# ---- design 1 ----
### Congestion heat map, design 1

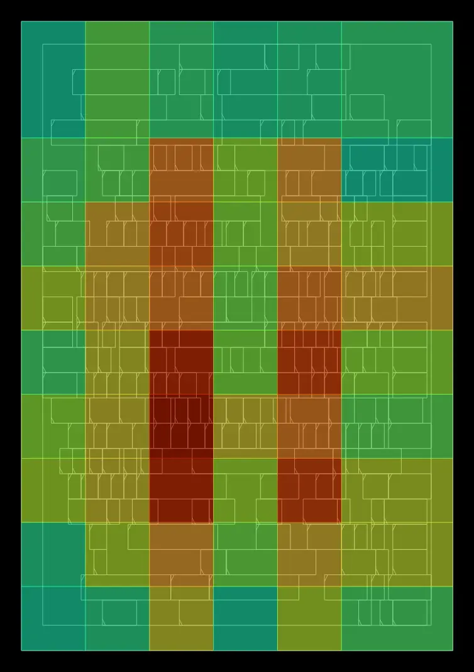

==> src/rtl/jtag_tap_ctrl.sv <==
// jtag_tap_ctrl: device-side IEEE 1149.1-style TAP controller.
// Holds an 8-bit instruction register {rd_en, wr_en, x, x, chain_sel[3:0]},
// decodes it into one-hot scan-chain selects and DR strobes, and muxes the
// selected chain (or the 1-bit bypass register) back out on the inverted tdob.
`timescale 1ns/1ps

module jtag_tap_ctrl #(
  parameter int         NUM_CHAINS = 15,
  parameter logic [7:0] IR_CAPTURE = 8'b0000_0001
) (
  input  logic                  tck,
  input  logic                  trstb,
  input  logic                  tms,
  input  logic                  tdi,
  output logic                  tdob,
  input  logic [NUM_CHAINS-1:0] chain_tdo,
  output logic                  chain_tdi,
  output logic [NUM_CHAINS-1:0] chain_sel,
  output logic                  rd_en,
  output logic                  wr_en,
  output logic                  capture_dr,
  output logic                  shift_dr,
  output logic                  update_dr,
  output logic [3:0]            tap_state
);

  typedef enum logic [3:0] {
    EX2_DR   = 4'h0,
    EX1_DR   = 4'h1,
    SH_DR    = 4'h2,
    PAUSE_DR = 4'h3,
    SEL_IR   = 4'h4,
    UPD_DR   = 4'h5,
    CAP_DR   = 4'h6,
    SEL_DR   = 4'h7,
    EX2_IR   = 4'h8,
    EX1_IR   = 4'h9,
    SH_IR    = 4'hA,
    PAUSE_IR = 4'hB,
    RTI      = 4'hC,
    UPD_IR   = 4'hD,
    CAP_IR   = 4'hE,
    TLR      = 4'hF
  } tap_state_e;

  tap_state_e state, state_nxt;
  logic [7:0] ir_sr;
  logic [7:0] ir;
  logic       bypass;
  logic       chain_hit;
  logic       ir_unused;

  // TAP state register; trstb forces Test-Logic-Reset without waiting for tck.
  always_ff @(posedge tck or negedge trstb) begin
    // NOTE: sequential state uses non-blocking assignments so every register
    // samples the pre-edge values and process ordering cannot matter.
    if (!trstb) state <= TLR;
    else        state <= state_nxt;
  end

  // Standard 1149.1 next-state decode driven by tms.
  always_comb begin
    // NOTE: the default assignment first guarantees every path drives
    // state_nxt, so no latch is inferred.
    state_nxt = state;
    unique case (state)
      TLR:      state_nxt = tms ? TLR      : RTI;
      RTI:      state_nxt = tms ? SEL_DR   : RTI;
      SEL_DR:   state_nxt = tms ? SEL_IR   : CAP_DR;
      CAP_DR:   state_nxt = tms ? EX1_DR   : SH_DR;
      SH_DR:    state_nxt = tms ? EX1_DR   : SH_DR;
      EX1_DR:   state_nxt = tms ? UPD_DR   : PAUSE_DR;
      PAUSE_DR: state_nxt = tms ? EX2_DR   : PAUSE_DR;
      EX2_DR:   state_nxt = tms ? UPD_DR   : SH_DR;
      UPD_DR:   state_nxt = tms ? SEL_DR   : RTI;
      SEL_IR:   state_nxt = tms ? TLR      : CAP_IR;
      CAP_IR:   state_nxt = tms ? EX1_IR   : SH_IR;
      SH_IR:    state_nxt = tms ? EX1_IR   : SH_IR;
      EX1_IR:   state_nxt = tms ? UPD_IR   : PAUSE_IR;
      PAUSE_IR: state_nxt = tms ? EX2_IR   : PAUSE_IR;
      EX2_IR:   state_nxt = tms ? UPD_IR   : SH_IR;
      UPD_IR:   state_nxt = tms ? SEL_DR   : RTI;
      default:  state_nxt = TLR;
    endcase
  end

  // IR shift register: capture a fixed pattern, then shift LSB-first toward tdob.
  always_ff @(posedge tck or negedge trstb) begin
    if (!trstb)               ir_sr <= 8'h00;
    else if (state == CAP_IR) ir_sr <= IR_CAPTURE;
    else if (state == SH_IR)  ir_sr <= {tdi, ir_sr[7:1]};
  end

  // Instruction register: parallel load on Update-IR, cleared while in TLR.
  always_ff @(posedge tck or negedge trstb) begin
    if (!trstb)               ir <= 8'h00;
    else if (state == TLR)    ir <= 8'h00;
    else if (state == UPD_IR) ir <= ir_sr;
  end

  // Bypass register: captures 0, then delays tdi by one tck while shifting.
  always_ff @(posedge tck or negedge trstb) begin
    if (!trstb)               bypass <= 1'b0;
    else if (state == CAP_DR) bypass <= 1'b0;
    else if (state == SH_DR)  bypass <= tdi;
  end

  // One-hot chain select; a select of 0 or above NUM_CHAINS matches no bit,
  // which leaves the bypass register in the data path.
  always_comb begin
    chain_sel = '0;
    for (int k = 0; k < NUM_CHAINS; k++) begin
      chain_sel[k] = (ir[3:0] == 4'(k + 1));
    end
  end

  assign chain_hit = |chain_sel;

  // Serial output mux, inverted on the way to the tester; idle level is 1.
  always_comb begin
    tdob = 1'b1;
    case (state)
      SH_IR:   tdob = ~ir_sr[0];
      SH_DR:   tdob = chain_hit ? ~(|(chain_tdo & chain_sel)) : ~bypass;
      default: tdob = 1'b1;
    endcase
  end

  assign chain_tdi  = tdi;
  assign rd_en      = ir[7];
  assign wr_en      = ir[6];
  assign capture_dr = (state == CAP_DR) && chain_hit;
  assign shift_dr   = (state == SH_DR)  && chain_hit;
  assign update_dr  = (state == UPD_DR) && chain_hit;
  assign tap_state  = state;

  // IR[5:4] are stored for software visibility but carry no function here.
  assign ir_unused  = ^ir[5:4];

endmodule
==> config.mk <==
export PLATFORM = sky130hd
export DESIGN_NAME = jtag_tap_ctrl
export DESIGN_NICKNAME = d
export VERILOG_FILES = /design/src/rtl/jtag_tap_ctrl.sv
export SDC_FILE = /design/constraint.sdc
export NUM_CORES = 1
export LEC_CHECK = 0
export ABC_AREA = 1
export CORE_ASPECT_RATIO = 1.5
export CORE_MARGIN = 2
export CORE_UTILIZATION = 45
export CTS_BUF_LIST = sky130_fd_sc_hd__clkbuf_8
export CTS_CLUSTER_DIAMETER = 200
export CTS_CLUSTER_SIZE = 30
export DETAILED_ROUTE_END_ITERATION = 10
export GPL_TIMING_DRIVEN = 0
export PLACE_DENSITY = 0.92
export SLEW_MARGIN = 20
export SYNTH_ARGS = -nofsm -noshare
export SYNTH_HDL_FRONTEND = slang
export SYNTH_SLANG_ARGS = --single-unit
==> constraint.sdc <==
create_clock -name tck -period 2.1 [get_ports tck]
set_input_delay 0.42 -clock tck [delete_from_list [all_inputs] [get_ports tck]]
set_output_delay 0.42 -clock tck [all_outputs]
set_load 0.005 [all_outputs]
# ---- design 2 ----
$ cat config.mk
export PLATFORM = sky130hd
export DESIGN_NAME = mips_reg_wb_arbiter
export DESIGN_NICKNAME = d
export VERILOG_FILES = /design/src/rtl/mips_reg_wb_arbiter.sv
export SDC_FILE = /design/constraint.sdc
export NUM_CORES = 1
export LEC_CHECK = 0
export ABC_AREA = 1
export CORE_ASPECT_RATIO = 0.8
export CORE_MARGIN = 2
export CORE_UTILIZATION = 30
export CTS_CLUSTER_DIAMETER = 150
export CTS_CLUSTER_SIZE = 14
export DETAILED_ROUTE_END_ITERATION = 12
export GPL_TIMING_DRIVEN = 0
export PLACE_DENSITY = 0.61
export SLEW_MARGIN = 5
export SYNTH_ARGS = -nofsm -noshare
export SYNTH_HDL_FRONTEND = slang
export SYNTH_SLANG_ARGS = --single-unit
export TNS_END_PERCENT = 30
$ cat constraint.sdc
create_clock -name clk -period 10.76 [get_ports clk]
set_input_delay 1.614 -clock clk [delete_from_list [all_inputs] [get_ports clk]]
set_output_delay 1.614 -clock clk [all_outputs]
set_load 0.01 [all_outputs]
$ cat src/rtl/mips_reg_wb_arbiter.sv
`default_nettype none
// ============================================================================
// Module   : mips_reg_wb_arbiter
// Brief    : Round-robin write-back arbiter and busy scoreboard for the MIPS
//            register file write port.
// Revision : 1.0 - initial release
// ============================================================================
module mips_reg_wb_arbiter #(
   parameter int DATA_WIDTH = 32,
   parameter int ADDR_WIDTH = 5
) (
   input  logic                       clk,
   input  logic                       rst,
   input  logic [2:0]                 req_valid,
   input  logic [2:0][ADDR_WIDTH-1:0] req_addr,
   input  logic [2:0][DATA_WIDTH-1:0] req_data,
   output logic [2:0]                 req_ready,
   output logic                       RegWrite,
   output logic [ADDR_WIDTH-1:0]      WriteAddress,
   output logic [DATA_WIDTH-1:0]      DataIn,
   input  logic                       reserve_valid,
   input  logic [ADDR_WIDTH-1:0]      reserve_addr,
   output logic                       reserve_ready,
   input  logic [ADDR_WIDTH-1:0]      Address1,
   input  logic [ADDR_WIDTH-1:0]      Address2,
   output logic                       hazard1,
   output logic                       hazard2,
   output logic [ADDR_WIDTH:0]        busy_count
);

   localparam int NREG = 1 << ADDR_WIDTH;

   logic [1:0]            ptr_q;
   logic                  regwrite_q;
   logic [ADDR_WIDTH-1:0] waddr_q;
   logic [DATA_WIDTH-1:0] wdata_q;
   logic [NREG-1:0]       busy_q, busy_d;
   logic [ADDR_WIDTH:0]   count_q, count_d;

   logic [1:0] ord0, ord1, ord2, gidx;
   logic       gnt_any, xfer;

   function automatic logic [1:0] nxt(input logic [1:0] p);
      return (p == 2'd2) ? 2'd0 : p + 2'd1;
   endfunction

   // Search begins at the requester after the last one granted.
   assign ord0 = nxt(ptr_q);
   assign ord1 = nxt(ord0);
   assign ord2 = nxt(ord1);

   always_comb begin
      gnt_any = 1'b1;
      gidx    = ord0;
      if (req_valid[ord0])      gidx = ord0;
      else if (req_valid[ord1]) gidx = ord1;
      else if (req_valid[ord2]) gidx = ord2;
      else                      gnt_any = 1'b0;
   end

   assign req_ready = (!rst && gnt_any) ? (3'b001 << gidx) : 3'b000;
   assign xfer      = |(req_valid & req_ready);

   assign reserve_ready = !rst && reserve_valid &&
                          ((reserve_addr == '0) || !busy_q[reserve_addr] ||
                           (regwrite_q && (waddr_q == reserve_addr)));

   // Clear from the retiring write first so a same-cycle reservation wins.
   always_comb begin
      busy_d = busy_q;
      if (regwrite_q)
         busy_d[waddr_q] = 1'b0;
      if (reserve_ready && (reserve_addr != '0))
         busy_d[reserve_addr] = 1'b1;
      busy_d[0] = 1'b0;
      count_d = '0;
      for (int i = 1; i < NREG; i++)
         count_d = count_d + {{ADDR_WIDTH{1'b0}}, busy_d[i]};
   end

   always_ff @(posedge clk) begin
      if (rst) begin
         ptr_q      <= 2'd2;
         regwrite_q <= 1'b0;
         waddr_q    <= '0;
         wdata_q    <= '0;
         busy_q     <= '0;
         count_q    <= '0;
      end else begin
         busy_q     <= busy_d;
         count_q    <= count_d;
         regwrite_q <= xfer && (req_addr[gidx] != '0);
         if (xfer) begin
            ptr_q   <= gidx;
            waddr_q <= req_addr[gidx];
            wdata_q <= req_data[gidx];
         end
      end
   end

   assign RegWrite     = regwrite_q;
   assign WriteAddress = waddr_q;
   assign DataIn       = wdata_q;
   assign busy_count   = count_q;
   assign hazard1      = busy_q[Address1] && (Address1 != '0);
   assign hazard2      = busy_q[Address2] && (Address2 != '0);

endmodule
`default_nettype wire


==> notes/layouts.md <==
Pictures saved along the way, in no particular order.

Drive-strength map.
(a)
Drawn at 2 px/micron.
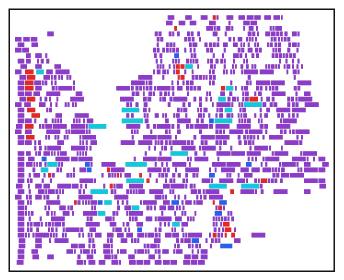
(b)
Drawn at 6 px/micron.
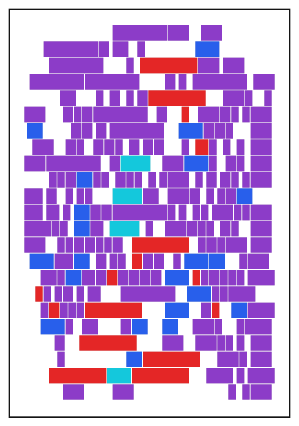
- largest die: (a)
design 1: (b)
design 2: (a)

### Congestion heat map, design 2

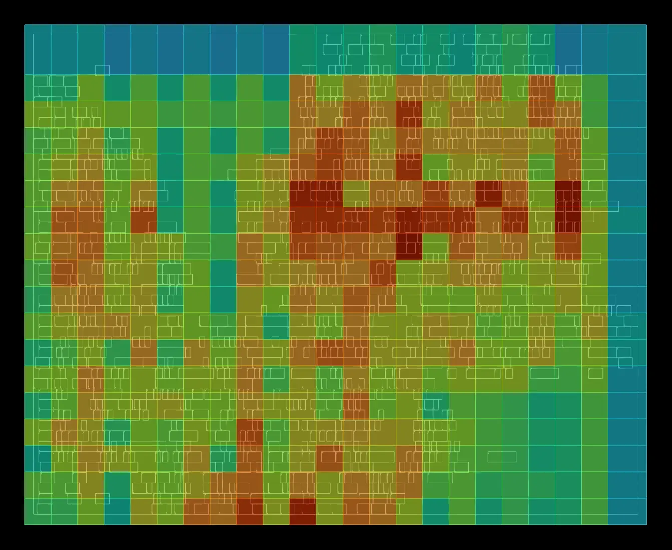
wire length per cell: 15.38 microns
GR Util met2: 0.3367
gr busiest metal: met2
met1 usage: 0.2622

### Placed cells, one color a class, design 2

Drawn at 2 px/micron. Fill, decap, tap and diode cells in gray.
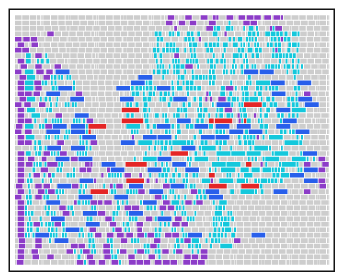
- blue: registers (cells 77)
- cyan: remaining logic cells (cells 813)
- purple: remaining buffers and delay cells (cells 223)
- red: clock drivers and dummy loads (cells 16)

==> ci_impl_report.md, design 2 <==
## PnR job results

| Metric | Value |
|---|---|
| RSZ-0062 raised after global routing | false |
| Buf/Inv on CP | 8 |
| Clock buffer depth | 2 |
| Least-Margin Pin Slew | approximately 0.65 ns |
| First-pass GRT wire length | 33.04 mm |
| Chip area | ~21000 sq um |
| Net load switching power | 0.3140 mW |
| PostCTS Resize Cnt | 0 |
| Die Width | 161.8 microns |
| Outcome | complete, no violations |
| Registers | 77 |
| CP max FO | 10 |
| Final period util | 0.7255 |
| Clock group power | 0.333 mW |
| CTS sink count | a little under 80 |
| MUX share of area | 0 |
| Top area contributor share | 0.2579 |
### Placed cells, one color a class, design 1

Drawn at 6 px/micron. Fill, decap, tap and diode cells in gray.
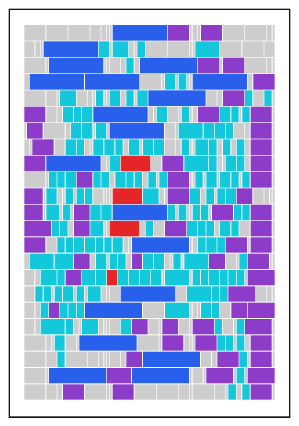
- blue: registers (cells 19)
- cyan: remaining logic cells (cells 156)
- purple: remaining buffers and delay cells (cells 59)
- red: clock drivers and dummy loads (cells 4)

Notes on 'Congestion heat map' of design 1 above:
met3 track demand over resource: 0.02941
gr busiest metal: met2
met1 usage: 0.2449

==> ci_impl_report.md, design 1 <==
## PnR job results

| Metric | Value |
|---|---|
| Clk slew on worst S/H paths | around 0.070 ns |
| Worst EP required | between 1.5 and 2 ns |
| Registers | 19 |
| Via count | 1388 |
| Ports | roughly 45 |
| FF-to-FF End | tap_state[1] |
| Final period util | 0.9759 |
| Syn_nets | 201 |
| H-tree depth | 1 |
| Largest class | multi-input combinational cells |
| Adder Area Share | 0 |
| Worst-path cell chain | inv_1, nor2_4, inv_1, nor2_1, clkdlybuf4s50_1 |
| WL met3 | around 210 microns |
| Final Hold Violation Tally | 0 |
| Synth cell types | 22 |
| Initial drt markers | 38 |
| Number of non-clock inverters | 28 |
| Placed insts | around 260 |
| CP max FO | 5 |
| Largest net degree at the start of global routing | 20 |
| Post-route setup slack | ~0.051 ns |
| Least-Margin Pin Slew | around 0.84 ns |
| Largest cells by area | dfrtp_1, nand2_1, nor2_1, nand3_1, dfstp_2 |
| PostCTS Resize Cnt | 15 |
| Core area | between 2000 and 3000 sq um |
| Ys cells | between 150 and 200 |
| Die Ht | 67.74 microns |
| Outcome | complete, no violations |
| Worst Setup SP | ir[0] |
| Crit end category | output port |
| Min-Delay Endpoint | ir[6] |
| F_max | roughly 490 MHz |


==> screenshots <==
The metal 3 layer.
picture 1
Drawn at 6 px/micron.
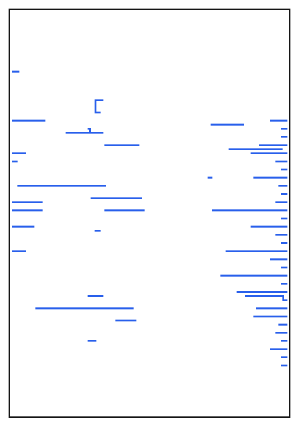
picture 2
Drawn at 3 px/micron.
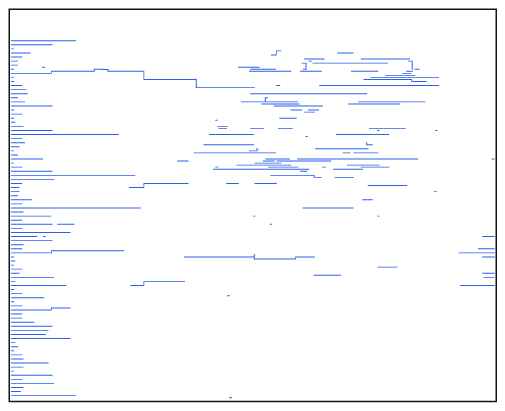
| picture | from |
|---|---|
| picture 1 | design 1 |
| picture 2 | design 2 |

Power and IR drop assume default switching activity.
